=== regfile_wb_ctrl_flat ===
`config.mk`:
```
export PLATFORM = sky130hd
export DESIGN_NAME = regfile_wb_ctrl_flat
export DESIGN_NICKNAME = d
export VERILOG_FILES = /design/src/rtl/regfile_pkg.sv /design/src/rtl/regfile_wb_ctrl_if.sv /design/src/rtl/regfile_wb_ctrl_rr_arbiter.sv /design/src/rtl/regfile_wb_ctrl.sv /design/src/flat_wrapper.sv
export SDC_FILE = /design/constraint.sdc
export NUM_CORES = 1
export LEC_CHECK = 0
export CELL_PAD_IN_SITES_DETAIL_PLACEMENT = 0
export CELL_PAD_IN_SITES_GLOBAL_PLACEMENT = 1
export CORE_MARGIN = 4
export CORE_UTILIZATION = 30
export DETAILED_ROUTE_END_ITERATION = 12
export PLACE_DENSITY = 0.79
export SLEW_MARGIN = 10
export SYNTH_ARGS = -nofsm -noshare
export SYNTH_HDL_FRONTEND = slang
export SYNTH_SLANG_ARGS = --single-unit
```
`constraint.sdc`:
```
create_clock -name clk_i -period 3.9 [get_ports clk_i]
set_input_delay 1.17 -clock clk_i [delete_from_list [all_inputs] [get_ports clk_i]]
set_output_delay 1.17 -clock clk_i [all_outputs]
set_load 0.005 [all_outputs]
```
`src/rtl/regfile_pkg.sv`:
```
// Shared constants and types for the integer register file write-back path.
package regfile_pkg;

    localparam int XLEN      = 32;
    localparam int NUM_REGS  = 32;
    localparam int REG_IDX_W = 5;

    typedef logic [REG_IDX_W-1:0] reg_idx_t;
    typedef logic [XLEN-1:0]      xlen_t;

endpackage

```
`src/rtl/regfile_wb_ctrl_if.sv`:
```
// Write-back requester bus: per-requester valid/idx/data with a ready grant back.
interface regfile_wb_ctrl_if #(
    parameter int NUM_REQ = 2
) ();
    import regfile_pkg::*;

    logic     [NUM_REQ-1:0] req_valid_i;
    reg_idx_t [NUM_REQ-1:0] req_idx_i;
    xlen_t    [NUM_REQ-1:0] req_data_i;
    logic     [NUM_REQ-1:0] req_ready_o;

    modport master (
        output req_valid_i,
        output req_idx_i,
        output req_data_i,
        input  req_ready_o
    );

    modport slave (
        input  req_valid_i,
        input  req_idx_i,
        input  req_data_i,
        output req_ready_o
    );

endinterface

```
`src/rtl/regfile_wb_ctrl_rr_arbiter.sv`:
```
// Round-robin arbiter: one-hot grant searched from the pointer, pointer moves past the winner.
module rr_arbiter #(
    parameter int NUM_REQ = 2
) (
    input  logic               clk_i,
    input  logic               rst_i,
    input  logic [NUM_REQ-1:0] req_i,
    input  logic               advance_i,
    output logic [NUM_REQ-1:0] grant_o
);

    localparam int PTR_W = (NUM_REQ > 1) ? $clog2(NUM_REQ) : 1;

    logic [PTR_W-1:0] ptr_q, ptr_d;
    logic [PTR_W-1:0] cand;
    logic             found;
    int               pos;

    always_comb begin
        grant_o = '0;
        found   = 1'b0;
        cand    = '0;
        pos     = 0;
        for (int k = 0; k < NUM_REQ; k++) begin
            pos = int'(ptr_q) + k;
            if (pos >= NUM_REQ) pos = pos - NUM_REQ;
            cand = PTR_W'(pos);
            if (!found && req_i[cand]) begin
                found         = 1'b1;
                grant_o[cand] = 1'b1;
            end
        end
    end

    // Kept apart from the grant search so the advance strobe derived from grant_o forms no block-level loop.
    always_comb begin
        ptr_d = ptr_q;
        for (int i = 0; i < NUM_REQ; i++) begin
            if (advance_i && grant_o[i]) begin
                ptr_d = (i == NUM_REQ - 1) ? '0 : PTR_W'(i + 1);
            end
        end
    end

    always_ff @(posedge clk_i) begin
        if (rst_i) begin
            ptr_q <= '0;
        end else begin
            ptr_q <= ptr_d;
        end
    end

endmodule

```
`src/rtl/regfile_wb_ctrl.sv`:
```
// Write-back controller: arbitrates requesters onto the registered register-file write port
// and tracks in-flight destinations in a busy bitmap for hazard stalls.
module regfile_wb_ctrl
    import regfile_pkg::*;
#(
    parameter int NUM_REQ = 2
) (
    input  logic               clk_i,
    input  logic               rst_i,
    regfile_wb_ctrl_if.slave   wb,
    output logic               wr_en_o,
    output reg_idx_t           rd_idx_o,
    output xlen_t              rd_data_o,
    input  logic               alloc_valid_i,
    input  reg_idx_t           alloc_idx_i,
    output logic               alloc_busy_o,
    input  reg_idx_t           rs1_idx_i,
    input  reg_idx_t           rs2_idx_i,
    output logic               rs1_busy_o,
    output logic               rs2_busy_o
);

    logic [NUM_REQ-1:0]  grant;
    logic                xfer;
    reg_idx_t            sel_idx;
    xlen_t               sel_data;

    logic                wr_en_q, wr_en_d;
    reg_idx_t            rd_idx_q, rd_idx_d;
    xlen_t               rd_data_q, rd_data_d;
    logic [NUM_REGS-1:0] busy_q, busy_d;

    rr_arbiter #(.NUM_REQ(NUM_REQ)) u_arb (
        .clk_i     (clk_i),
        .rst_i     (rst_i),
        .req_i     (wb.req_valid_i),
        .advance_i (xfer),
        .grant_o   (grant)
    );

    assign wb.req_ready_o = grant;
    assign xfer           = |(grant & wb.req_valid_i);

    always_comb begin
        sel_idx  = '0;
        sel_data = '0;
        for (int i = 0; i < NUM_REQ; i++) begin
            if (grant[i]) begin
                sel_idx  = wb.req_idx_i[i];
                sel_data = wb.req_data_i[i];
            end
        end
    end

    // A grant to x0 is consumed and still latched, but never raises the write enable.
    always_comb begin
        wr_en_d   = xfer && (sel_idx != '0);
        rd_idx_d  = xfer ? sel_idx  : rd_idx_q;
        rd_data_d = xfer ? sel_data : rd_data_q;
    end

    // Clear applies first so a same-index alloc on the commit edge keeps the bit set.
    always_comb begin
        busy_d = busy_q;
        if (wr_en_q) busy_d[rd_idx_q] = 1'b0;
        if (alloc_valid_i && (alloc_idx_i != '0)) busy_d[alloc_idx_i] = 1'b1;
        busy_d[0] = 1'b0;
    end

    always_ff @(posedge clk_i) begin
        if (rst_i) begin
            wr_en_q   <= 1'b0;
            rd_idx_q  <= '0;
            rd_data_q <= '0;
            busy_q    <= '0;
        end else begin
            wr_en_q   <= wr_en_d;
            rd_idx_q  <= rd_idx_d;
            rd_data_q <= rd_data_d;
            busy_q    <= busy_d;
        end
    end

    assign wr_en_o      = wr_en_q;
    assign rd_idx_o     = rd_idx_q;
    assign rd_data_o    = rd_data_q;
    assign alloc_busy_o = (alloc_idx_i != '0) && busy_q[alloc_idx_i];
    assign rs1_busy_o   = (rs1_idx_i   != '0) && busy_q[rs1_idx_i];
    assign rs2_busy_o   = (rs2_idx_i   != '0) && busy_q[rs2_idx_i];

endmodule

```
`src/flat_wrapper.sv`:
```
// flat-port wrapper written by rule: the top's interface ports become plain ports
module regfile_wb_ctrl_flat import regfile_pkg::*;
#(
    parameter int NUM_REQ = 2
)
  (clk_i, rst_i, wr_en_o, rd_idx_o, rd_data_o, alloc_valid_i, alloc_idx_i, alloc_busy_o, rs1_idx_i, rs2_idx_i, rs1_busy_o, rs2_busy_o, wb_req_valid_i, wb_req_idx_i, wb_req_data_i, wb_req_ready_o);
  regfile_wb_ctrl_if #(.NUM_REQ(NUM_REQ)) wb_i ();
  input  logic clk_i;
  input  logic rst_i;
  output logic wr_en_o;
  output reg_idx_t rd_idx_o;
  output xlen_t rd_data_o;
  input  logic alloc_valid_i;
  input  reg_idx_t alloc_idx_i;
  output logic alloc_busy_o;
  input  reg_idx_t rs1_idx_i;
  input  reg_idx_t rs2_idx_i;
  output logic rs1_busy_o;
  output logic rs2_busy_o;
  input wire logic [$bits(wb_i.req_valid_i)-1:0] wb_req_valid_i;
  input wire logic [$bits(wb_i.req_idx_i)-1:0] wb_req_idx_i;
  input wire logic [$bits(wb_i.req_data_i)-1:0] wb_req_data_i;
  output wire logic [$bits(wb_i.req_ready_o)-1:0] wb_req_ready_o;
  assign wb_i.req_valid_i = wb_req_valid_i;
  assign wb_i.req_idx_i = wb_req_idx_i;
  assign wb_i.req_data_i = wb_req_data_i;
  assign wb_req_ready_o = wb_i.req_ready_o;
  regfile_wb_ctrl #(.NUM_REQ(NUM_REQ)) u_core (.clk_i(clk_i), .rst_i(rst_i), .wb(wb_i), .wr_en_o(wr_en_o), .rd_idx_o(rd_idx_o), .rd_data_o(rd_data_o), .alloc_valid_i(alloc_valid_i), .alloc_idx_i(alloc_idx_i), .alloc_busy_o(alloc_busy_o), .rs1_idx_i(rs1_idx_i), .rs2_idx_i(rs2_idx_i), .rs1_busy_o(rs1_busy_o), .rs2_busy_o(rs2_busy_o));
endmodule
```
**regfile_wb_ctrl_flat: clock network drawn from the DEF**

Drawn at 4 px/um.
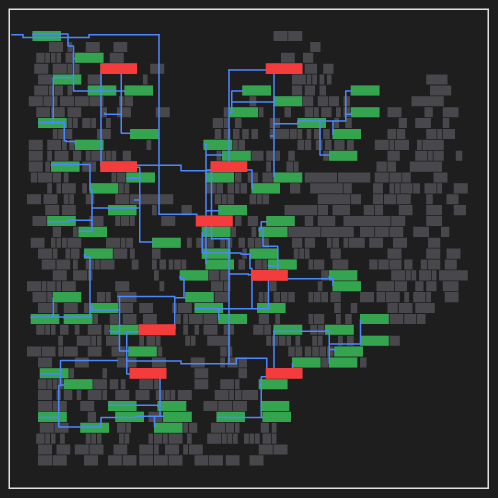
- blue: clock wires (length 1,000 um)
- green: flip-flops (count 70)
- red: clock drivers (count 9)
- routed clock nets: 10

**regfile_wb_ctrl_flat: clock routing**

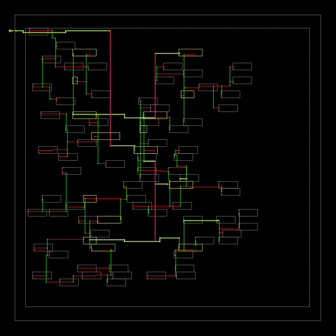
Clock Buffer Count: 12
FFs & Latches: 70
clk sinks: 70

==> impl_metrics.env <==
# source this file to load flow results
export IMPL_dieWidth_um=119
export IMPL_path_cells="clkdlybuf4s15_2, bufbuf_16, mux4_2, a22oi_2, nand4_1, clkbuf_2"
export IMPL_edf_count=0
export IMPL_cts_setup_buffers=1
export IMPL_nWellTaps=168
export IMPL_tightest_slew_ns=0.786
export IMPL_critPathLaunch="alloc_idx_i[0]"
export IMPL_tns_ns=0
export IMPL_core_mm2=0.0121
export IMPL_largestClassByArea="logic gates"
export IMPL_p_sw_share_pct=24.7
export IMPL_critPathKind="primary input to primary output"
export IMPL_buffer_area_share_pct=28.2
export IMPL_highest_layer="met4"
export IMPL_power_leakage_nw=2.20
export IMPL_clockBufferDepth=2
export IMPL_comb_area_share_pct=37.8
export IMPL_drv_cap=0
export IMPL_syn_nets=571
export IMPL_io_pins=137
export IMPL_fin_crit_ns=3.79
export IMPL_flop_area_mm2=0.00140
export IMPL_drive_above_1_share_pct=11.6
export IMPL_yosysUniqueCellTypes=39
export IMPL_fin_hold_ws_ns=0.494
export IMPL_ys_seq_share_pct=37.6
export IMPL_aoi_share_pct=15.4
export IMPL_ant_nets=0
export IMPL_final_util_pct=47.5
export IMPL_status="finished, final reports clean"
export IMPL_p_int_mw=1.52
export IMPL_pwr_share_clk_pct=41.7
export IMPL_portBuffers=136
export IMPL_cts_root_buf="clkbuf_16"
export IMPL_power_frac_seq_pct=39.1
export IMPL_drc=0
export IMPL_r2r_end="u_core.rd_idx_o[0]"
export IMPL_grt_start_max_net_pins=41
export IMPL_antenna_found_initial=0
export IMPL_wl_met3_um=1770
export IMPL_warnings=26

=== spec_pkt_write_ctrl ===
===== src/rtl/spec_pkt_write_ctrl.sv =====
// Write-side packet sequencer: pushes words speculatively into the FIFO, then
// commits whole good packets or rolls back bad/oversized/truncated ones.
module spec_pkt_write_ctrl #(
    parameter int ASIZE  = 4,
    parameter int DWIDTH = 64
) (
    input  logic              wclk,
    input  logic              wrst_n,
    input  logic              in_valid,
    output logic              in_ready,
    input  logic [DWIDTH-1:0] in_data,
    input  logic              in_sop,
    input  logic              in_eop,
    input  logic              in_abort,
    input  logic              wfull,
    output logic              winc,
    output logic [DWIDTH-1:0] wdata,
    output logic              inc_wptr,
    output logic              dec_wptr,
    output logic [ASIZE:0]    inc_dec_value,
    output logic [15:0]       pkt_cnt,
    output logic [15:0]       drop_cnt
);

    localparam logic [ASIZE:0] DEPTH_V = (ASIZE+1)'(1 << ASIZE);

    typedef enum logic [2:0] {
        S_IDLE,
        S_WRITE,
        S_COMMIT,
        S_ROLLBACK,
        S_DROP
    } state_t;

    state_t         r_state, w_next;
    logic [ASIZE:0] r_cnt, w_cnt_next;
    logic           r_ovf, w_ovf_next;
    logic [15:0]    r_pkt_cnt, r_drop_cnt;
    logic           w_ready, w_winc, w_inc, w_dec;
    logic [ASIZE:0] w_val;
    logic           w_pkt_inc, w_drop_inc;

    // NOTE: every signal gets a default before the case so no path leaves it unassigned (no latches).
    always_comb begin
        w_next     = r_state;
        w_cnt_next = r_cnt;
        w_ovf_next = r_ovf;
        w_ready    = 1'b0;
        w_winc     = 1'b0;
        w_inc      = 1'b0;
        w_dec      = 1'b0;
        w_val      = '0;
        w_pkt_inc  = 1'b0;
        w_drop_inc = 1'b0;

        case (r_state)
            S_IDLE: begin
                w_ready = ~wfull;
                if (in_valid && w_ready) begin
                    if (in_sop) begin
                        w_winc     = 1'b1;
                        w_cnt_next = (ASIZE+1)'(1);
                        w_ovf_next = 1'b0;
                        if (in_eop) w_next = in_abort ? S_ROLLBACK : S_COMMIT;
                        else        w_next = S_WRITE;
                    end else begin
                        w_drop_inc = 1'b1;
                    end
                end
            end
            S_WRITE: begin
                w_ready = ~wfull & ~in_sop & (r_cnt != DEPTH_V);
                if (in_valid && w_ready) begin
                    w_winc     = 1'b1;
                    w_cnt_next = r_cnt + 1'b1;
                    if (in_eop) w_next = in_abort ? S_ROLLBACK : S_COMMIT;
                end else if (in_valid && in_sop) begin
                    // Truncated packet: leave the sop word for IDLE to pick up.
                    w_next     = S_ROLLBACK;
                    w_ovf_next = 1'b0;
                end else if (in_valid && (r_cnt == DEPTH_V)) begin
                    w_next     = S_ROLLBACK;
                    w_ovf_next = 1'b1;
                end
            end
            S_COMMIT: begin
                w_inc      = 1'b1;
                w_val      = r_cnt;
                w_pkt_inc  = 1'b1;
                w_cnt_next = '0;
                w_next     = S_IDLE;
            end
            S_ROLLBACK: begin
                w_dec      = 1'b1;
                w_val      = r_cnt;
                w_drop_inc = 1'b1;
                w_cnt_next = '0;
                w_ovf_next = 1'b0;
                w_next     = r_ovf ? S_DROP : S_IDLE;
            end
            S_DROP: begin
                // Oversized packet tail is swallowed without touching the FIFO.
                w_ready = 1'b1;
                if (in_valid && in_eop) w_next = S_IDLE;
            end
            default: w_next = S_IDLE;
        endcase
    end

    // NOTE: sequential state uses non-blocking assignments so all registers update together.
    always_ff @(posedge wclk or negedge wrst_n) begin
        if (!wrst_n) begin
            r_state    <= S_IDLE;
            r_cnt      <= '0;
            r_ovf      <= 1'b0;
            r_pkt_cnt  <= '0;
            r_drop_cnt <= '0;
        end else begin
            r_state <= w_next;
            r_cnt   <= w_cnt_next;
            r_ovf   <= w_ovf_next;
            if (w_pkt_inc && (r_pkt_cnt != 16'hFFFF))
                r_pkt_cnt <= r_pkt_cnt + 16'd1;
            if (w_drop_inc && (r_drop_cnt != 16'hFFFF))
                r_drop_cnt <= r_drop_cnt + 16'd1;
        end
    end

    assign in_ready      = w_ready;
    assign winc          = w_winc;
    assign wdata         = in_data;
    assign inc_wptr      = w_inc;
    assign dec_wptr      = w_dec;
    assign inc_dec_value = w_val;
    assign pkt_cnt       = r_pkt_cnt;
    assign drop_cnt      = r_drop_cnt;

endmodule


===== config.mk =====
export PLATFORM = sky130hd
export DESIGN_NAME = spec_pkt_write_ctrl
export DESIGN_NICKNAME = d
export VERILOG_FILES = /design/src/rtl/spec_pkt_write_ctrl.sv
export SDC_FILE = /design/constraint.sdc
export NUM_CORES = 1
export LEC_CHECK = 0
export CAP_MARGIN = 30
export CORE_MARGIN = 2
export CORE_UTILIZATION = 37
export CTS_BUF_LIST = sky130_fd_sc_hd__clkbuf_4 sky130_fd_sc_hd__clkbuf_8
export DETAILED_ROUTE_END_ITERATION = 16
export MAX_ROUTING_LAYER = met4
export PLACE_DENSITY_LB_ADDON = 0.08
export SETUP_SLACK_MARGIN = 0.02
export SYNTH_ARGS = -nofsm -noshare
export SYNTH_HDL_FRONTEND = slang
export SYNTH_SLANG_ARGS = --single-unit

===== constraint.sdc =====
create_clock -name wclk -period 2.3 [get_ports wclk]
set_clock_uncertainty 0.05 [all_clocks]
set_input_delay 0.23 -clock wclk [delete_from_list [all_inputs] [get_ports wclk]]
set_output_delay 0.23 -clock wclk [all_outputs]
set_load 0.1 [all_outputs]

**spec_pkt_write_ctrl: I/O pins on the die edge**

Drawn at 3 px/um. Pins as bars across the die edge, other pins in grey.
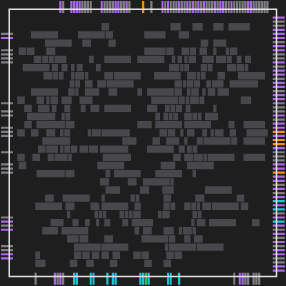
- orange: inc_dec_value (pins 5; direction output; edge 4 right, 1 top)
- purple: in_data (pins 64; direction input; edge 33 right, 22 top, 5 left, 4 bottom)
- green: inc_wptr (pins 1; direction output; edge bottom)
- cyan: pkt_cnt (pins 16; direction output; edge 13 bottom, 3 right)

==> impl_metrics.env <==
# source this file to load flow results
export IMPL_initCoreUtil_pct=38.5
export IMPL_cts_setup_buffers=5
export IMPL_synthTopLogicFamily="buffers and inverters"
export IMPL_dp_hpwl_um=4180
export IMPL_status="finished, final reports clean"
export IMPL_cp_arrival_ns=1.95
export IMPL_flop_area_mm2=0.00103
export IMPL_drive_above_1_share_pct=32.1
export IMPL_flop_cell="dfrtp_1"
export IMPL_yosysWarnings=0
export IMPL_r2r_start="drop_cnt[0]"
export IMPL_rr_worst_depth=6
export IMPL_area_leaders="dfrtp_1 39%, buf_4 18%, xnor2_1 7.6%, nand4_1 3.3%, nand3_1 2.6%"
export IMPL_viasPerCell=4.77
export IMPL_crit_family="simple AND/OR/NAND/NOR gates"
export IMPL_nWellTaps=96
export IMPL_hold_class="primary input to async pin"
export IMPL_dpl_cell_count=366
export IMPL_p_sw_share_pct=50.8
export IMPL_comb_area_mm2=0.00111
export IMPL_track_usage_pct=14.3
export IMPL_first_global_vias=1758
export IMPL_clock_buffers=5
export IMPL_reg2reg_slack_ns=0.21
export IMPL_drc=0
export IMPL_ant_nets=0
export IMPL_drv_cap=0
export IMPL_cp_depth=8
export IMPL_met2_length_um=2590
export IMPL_final_clk_cell_share_pct=2.86
**spec_pkt_write_ctrl: signal wires on met2**

Drawn at 4 px/um. Cells faint in the background.
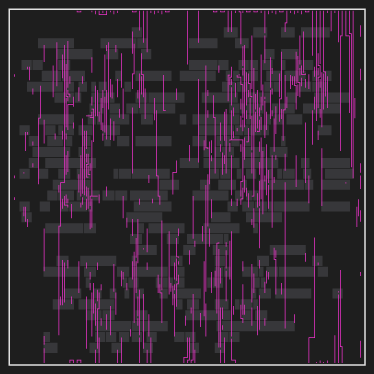
- nets with wire on the layer: 286
- share of all routed wire: 48%


=== video_fetch_buf_flat ===
==> src/rtl/video_fetch_buf_pkg.sv <==
// Shared definitions for the video fetch buffer.
// Contents:
//   vfb_state_t    : FSM state encoding (IDLE, FETCH, FULL, DRAIN)
//   VFB_WORD_W     : DRAM word width
//   VFB_CNT_W      : counter width for the default burst length
//   vfb_cnt_w()    : counter width for a given burst length, $clog2(n+1)
package video_pkg;

  typedef enum logic [1:0] {
    IDLE  = 2'd0,
    FETCH = 2'd1,
    FULL  = 2'd2,
    DRAIN = 2'd3
  } vfb_state_t;

  localparam int VFB_WORD_W         = 16;
  localparam int VFB_NWORDS_DEFAULT = 4;
  localparam int VFB_CNT_W          = $clog2(VFB_NWORDS_DEFAULT + 1);

  // A counter must hold 0..nwords inclusive.
  function automatic int vfb_cnt_w(input int nwords);
    return $clog2(nwords + 1);
  endfunction

endpackage

==> src/rtl/video_fetch_buf_if.sv <==
// Bus bundle between the DRAM arbiter / window timing (master side) and
// the fetch buffer (slave side).
// Signals:
//   fetch_start, fetch_end        : window open / close pulses
//   video_next                    : arbiter accepted one video address
//   video_strobe, video_data      : DRAM read word, valid when strobe is high
//   video_go                      : request enable to the arbiter
//   pic_bits, pic_valid           : burst output, valid pulse
//   underrun, collision           : sticky error flags
//   state                         : FSM state for observation
// Handshake: video_data is taken on any rising edge where video_strobe is
// high and the buffer is in FETCH; there is no back-pressure. video_next is
// counted only while video_go is high. pic_bits is valid on the cycle
// pic_valid is high and holds until the next pulse.
interface video_fetch_buf_if #(parameter int NWORDS = 4);
  import video_pkg::*;

  logic                         fetch_start;
  logic                         fetch_end;
  logic                         video_next;
  logic                         video_strobe;
  logic [VFB_WORD_W-1:0]        video_data;
  logic                         video_go;
  logic [VFB_WORD_W*NWORDS-1:0] pic_bits;
  logic                         pic_valid;
  logic                         underrun;
  logic                         collision;
  vfb_state_t                   state;

  modport master (
    output fetch_start, fetch_end, video_next, video_strobe, video_data,
    input  video_go, pic_bits, pic_valid, underrun, collision, state
  );

  modport slave (
    input  fetch_start, fetch_end, video_next, video_strobe, video_data,
    output video_go, pic_bits, pic_valid, underrun, collision, state
  );

endinterface

==> src/rtl/video_fetch_ctr.sv <==
// Saturating up/down counter used for request, data and drain counts.
// Ports:
//   clk, rst   : clock, synchronous active-high reset
//   clr        : synchronous clear (highest priority after rst)
//   load       : load load_val
//   inc, dec   : step up (saturates at MAX) / down (saturates at 0);
//                both together leave the count unchanged
//   cnt        : current count
module video_fetch_ctr #(
  parameter int W   = 3,
  parameter int MAX = 4
) (
  input  logic         clk,
  input  logic         rst,
  input  logic         clr,
  input  logic         load,
  input  logic [W-1:0] load_val,
  input  logic         inc,
  input  logic         dec,
  output logic [W-1:0] cnt
);

  localparam logic [W-1:0] MAX_C = W'(MAX);

  always_ff @(posedge clk) begin
    if (rst || clr) begin
      cnt <= '0;
    end else if (load) begin
      cnt <= load_val;
    end else if (inc && !dec && cnt != MAX_C) begin
      cnt <= cnt + W'(1);
    end else if (dec && !inc && cnt != '0) begin
      cnt <= cnt - W'(1);
    end
  end

endmodule

==> src/rtl/video_fetch_buf.sv <==
// Video fetch burst buffer. Collects NWORDS DRAM words per fetch window,
// hands the burst to the renderer as one wide word on fetch_end, and gates
// the arbiter request enable so one burst at most is outstanding.
// Ports:
//   clk, rst : clock, synchronous active-high reset
//   bus      : video_fetch_buf_if slave modport (see interface header)
module video_fetch_buf
  import video_pkg::*;
#(
  parameter int NWORDS = 4
) (
  input  logic              clk,
  input  logic              rst,
  video_fetch_buf_if.slave  bus
);

  localparam int CW = vfb_cnt_w(NWORDS);
  localparam int IW = $clog2(NWORDS);
  localparam logic [CW-1:0] N_C = CW'(NWORDS);

  vfb_state_t state, state_nxt;

  logic [VFB_WORD_W-1:0]        buf_q    [NWORDS];
  logic [VFB_WORD_W-1:0]        buf_nxt  [NWORDS];
  logic [VFB_WORD_W*NWORDS-1:0] buf_flat;
  logic [VFB_WORD_W*NWORDS-1:0] pic_q;
  logic pic_valid_q, underrun_q, collision_q;

  logic [CW-1:0] req_cnt, dat_cnt, pend;
  logic [CW-1:0] req_after, dat_after, pend_val;
  logic store, req_inc, complete;
  logic pic_load, set_underrun, set_collision, take_start;
  logic pend_load, pend_dec;

  video_fetch_ctr #(.W(CW), .MAX(NWORDS)) u_req (
    .clk(clk), .rst(rst), .clr(take_start), .load(1'b0), .load_val('0),
    .inc(req_inc), .dec(1'b0), .cnt(req_cnt)
  );

  video_fetch_ctr #(.W(CW), .MAX(NWORDS)) u_dat (
    .clk(clk), .rst(rst), .clr(take_start), .load(1'b0), .load_val('0),
    .inc(store), .dec(1'b0), .cnt(dat_cnt)
  );

  video_fetch_ctr #(.W(CW), .MAX(NWORDS)) u_pend (
    .clk(clk), .rst(rst), .clr(1'b0), .load(pend_load), .load_val(pend_val),
    .inc(1'b0), .dec(pend_dec), .cnt(pend)
  );

  // Buffer contents including this cycle's strobe, so a word arriving with
  // fetch_end still lands in pic_bits.
  always_comb begin
    buf_nxt = buf_q;
    if (store) buf_nxt[dat_cnt[IW-1:0]] = bus.video_data;
    buf_flat = '0;
    for (int i = 0; i < NWORDS; i++) begin
      buf_flat[i*VFB_WORD_W +: VFB_WORD_W] = buf_nxt[i];
    end
  end

  always_comb begin
    store     = (state == FETCH) && bus.video_strobe;
    req_inc   = (state == FETCH) && bus.video_next;
    dat_after = dat_cnt + CW'(store);
    req_after = req_cnt + CW'(req_inc && req_cnt != N_C);
    complete  = store && (dat_after == N_C);
    // Outstanding requests whose data has not yet arrived.
    pend_val  = (req_after > dat_after) ? (req_after - dat_after) : '0;

    state_nxt    = state;
    pic_load     = 1'b0;
    set_underrun = 1'b0;
    pend_load    = 1'b0;
    pend_dec     = 1'b0;

    case (state)
      IDLE: ;
      FETCH: begin
        if (bus.fetch_end) begin
          pic_load = 1'b1;
          if (complete) begin
            state_nxt = IDLE;
          end else begin
            set_underrun = 1'b1;
            pend_load    = 1'b1;
            state_nxt    = (pend_val != '0) ? DRAIN : IDLE;
          end
        end else if (complete) begin
          state_nxt = FULL;
        end
      end
      FULL: begin
        if (bus.fetch_end) begin
          pic_load  = 1'b1;
          state_nxt = IDLE;
        end
      end
      DRAIN: begin
        if (bus.video_strobe) begin
          pend_dec = 1'b1;
          if (pend == CW'(1)) state_nxt = IDLE;
        end
      end
      default: state_nxt = IDLE;
    endcase

    // A new window may open only from IDLE or from a window closed this cycle
    // straight back to IDLE; anything else is a collision.
    take_start    = bus.fetch_start &&
                    ((state == IDLE) || (pic_load && state_nxt == IDLE));
    set_collision = bus.fetch_start && !take_start;
    if (take_start) state_nxt = FETCH;
  end

  always_ff @(posedge clk) begin
    if (rst) begin
      state       <= IDLE;
      pic_q       <= '0;
      pic_valid_q <= 1'b0;
      underrun_q  <= 1'b0;
      collision_q <= 1'b0;
      for (int i = 0; i < NWORDS; i++) buf_q[i] <= '0;
    end else begin
      state       <= state_nxt;
      buf_q       <= buf_nxt;
      pic_valid_q <= pic_load;
      if (pic_load)      pic_q       <= buf_flat;
      if (set_underrun)  underrun_q  <= 1'b1;
      if (set_collision) collision_q <= 1'b1;
    end
  end

  assign bus.video_go  = (state == FETCH) && (req_cnt != N_C);
  assign bus.pic_bits  = pic_q;
  assign bus.pic_valid = pic_valid_q;
  assign bus.underrun  = underrun_q;
  assign bus.collision = collision_q;
  assign bus.state     = state;

endmodule

==> src/flat_wrapper.sv <==
// flat-port wrapper written by rule: the top's interface ports become plain ports
module video_fetch_buf_flat import video_pkg::*;
#(
  parameter int NWORDS = 4
)
  (clk, rst, bus_fetch_start, bus_fetch_end, bus_video_next, bus_video_strobe, bus_video_data, bus_video_go, bus_pic_bits, bus_pic_valid, bus_underrun, bus_collision, bus_state);
  video_fetch_buf_if #(.NWORDS(NWORDS)) bus_i ();
  input  logic clk;
  input  logic rst;
  input wire logic [$bits(bus_i.fetch_start)-1:0] bus_fetch_start;
  input wire logic [$bits(bus_i.fetch_end)-1:0] bus_fetch_end;
  input wire logic [$bits(bus_i.video_next)-1:0] bus_video_next;
  input wire logic [$bits(bus_i.video_strobe)-1:0] bus_video_strobe;
  input wire logic [$bits(bus_i.video_data)-1:0] bus_video_data;
  output wire logic [$bits(bus_i.video_go)-1:0] bus_video_go;
  output wire logic [$bits(bus_i.pic_bits)-1:0] bus_pic_bits;
  output wire logic [$bits(bus_i.pic_valid)-1:0] bus_pic_valid;
  output wire logic [$bits(bus_i.underrun)-1:0] bus_underrun;
  output wire logic [$bits(bus_i.collision)-1:0] bus_collision;
  output wire logic [$bits(bus_i.state)-1:0] bus_state;
  assign bus_i.fetch_start = bus_fetch_start;
  assign bus_i.fetch_end = bus_fetch_end;
  assign bus_i.video_next = bus_video_next;
  assign bus_i.video_strobe = bus_video_strobe;
  assign bus_i.video_data = bus_video_data;
  assign bus_video_go = bus_i.video_go;
  assign bus_pic_bits = bus_i.pic_bits;
  assign bus_pic_valid = bus_i.pic_valid;
  assign bus_underrun = bus_i.underrun;
  assign bus_collision = bus_i.collision;
  assign bus_state = bus_i.state;
  video_fetch_buf #(.NWORDS(NWORDS)) u_core (.clk(clk), .rst(rst), .bus(bus_i));
endmodule
==> config.mk <==
export PLATFORM = sky130hd
export DESIGN_NAME = video_fetch_buf_flat
export DESIGN_NICKNAME = d
export VERILOG_FILES = /design/src/rtl/video_fetch_buf_pkg.sv /design/src/rtl/video_fetch_buf_if.sv /design/src/rtl/video_fetch_ctr.sv /design/src/rtl/video_fetch_buf.sv /design/src/flat_wrapper.sv
export SDC_FILE = /design/constraint.sdc
export NUM_CORES = 1
export LEC_CHECK = 0
export CAP_MARGIN = 20
export CORE_ASPECT_RATIO = 0.8
export CORE_MARGIN = 3
export CORE_UTILIZATION = 40
export CTS_CLUSTER_SIZE = 16
export DETAILED_ROUTE_END_ITERATION = 6
export PLACE_DENSITY = 0.69
export SYNTH_ARGS = -nofsm -noshare
export SYNTH_HDL_FRONTEND = slang
export SYNTH_SLANG_ARGS = --single-unit
==> constraint.sdc <==
create_clock -name clk -period 6.49 [get_ports clk]
set_input_delay 1.298 -clock clk [delete_from_list [all_inputs] [get_ports clk]]
set_output_delay 1.298 -clock clk [all_outputs]
set_load 0.005 [all_outputs]
**video_fetch_buf_flat: placement by cell class**

Drawn at 3 px/um. Fill, decap, tap and diode cells in grey.
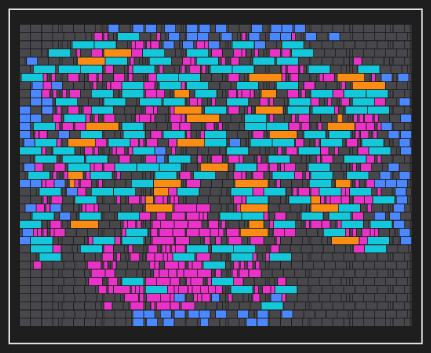
- orange: clock drivers and dummy loads (cells 32)
- magenta: combinational and other logic (cells 368)
- cyan: flops (cells 142)
- blue: other buffers and delay cells (cells 93)

==> impl_metrics.env <==
# source this file to load flow results
export IMPL_clockBufferDepth=2
export IMPL_yosysWarnings=0
export IMPL_edf_count=0
export IMPL_tightest_slew_ns=0.733
export IMPL_chipArea_mm2=0.0152
export IMPL_core_mm2=0.0131
export IMPL_first_global_vias=4110
export IMPL_fin_skew_ns=0.00868
export IMPL_p_seq_mw=0.933
export IMPL_syn_inst=546
export IMPL_drv_cap=0
export IMPL_rsz0062_at_grt="no"
export IMPL_cp_endpoint="u_core.u_dat.cnt[0]"
export IMPL_flop_cell="dfxtp_1"
export IMPL_cts_sinks=142
export IMPL_status="finished, final reports clean"
export IMPL_critPathKind="primary input to flop"
export IMPL_cts_hold_buf=0
export IMPL_comb_area_mm2=0.00243
export IMPL_fin_cells=810
export IMPL_synthAdderAreaFrac_pct=5.14
export IMPL_syn_to_final_growth_pct=30.0
export IMPL_ir_worst_vdd_mv=0.195
export IMPL_cts_max_level=4
export IMPL_nonClockBufferCount=93
export IMPL_hold_violations=0
export IMPL_synthTopLogicFamily="simple AND/OR/NAND/NOR gates"
export IMPL_r2r_end="u_core.u_dat.cnt[0]"
export IMPL_hold_start="u_core.bus.underrun"
export IMPL_warnings=36
export IMPL_setup_violations=0
export IMPL_placed_area_mm2=0.00647
export IMPL_clock_buffers=23
export IMPL_drive_above_1_share_pct=7.72
export IMPL_nWellTaps=175
export IMPL_path_cells="clkdlybuf4s50_1, and2_4, ha_1, ha_1, xor2_1, inv_1, ha_1, xnor2_1, o21bai_1, nand4b_1, nor3b_2, nor3_1"
**video_fetch_buf_flat: signal wires on met2**

Drawn at 3 px/um. Cells faint in the background.
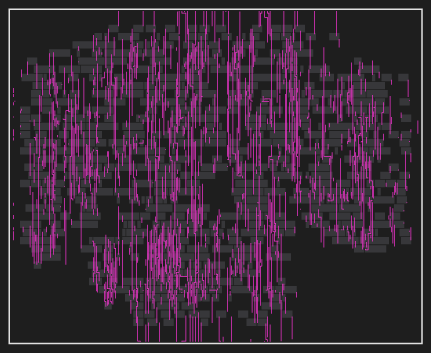
- wire length on this layer: 5,930 um
- longest straight run: 49.0 um
- share of all routed wire: 46%
- main direction: vertical


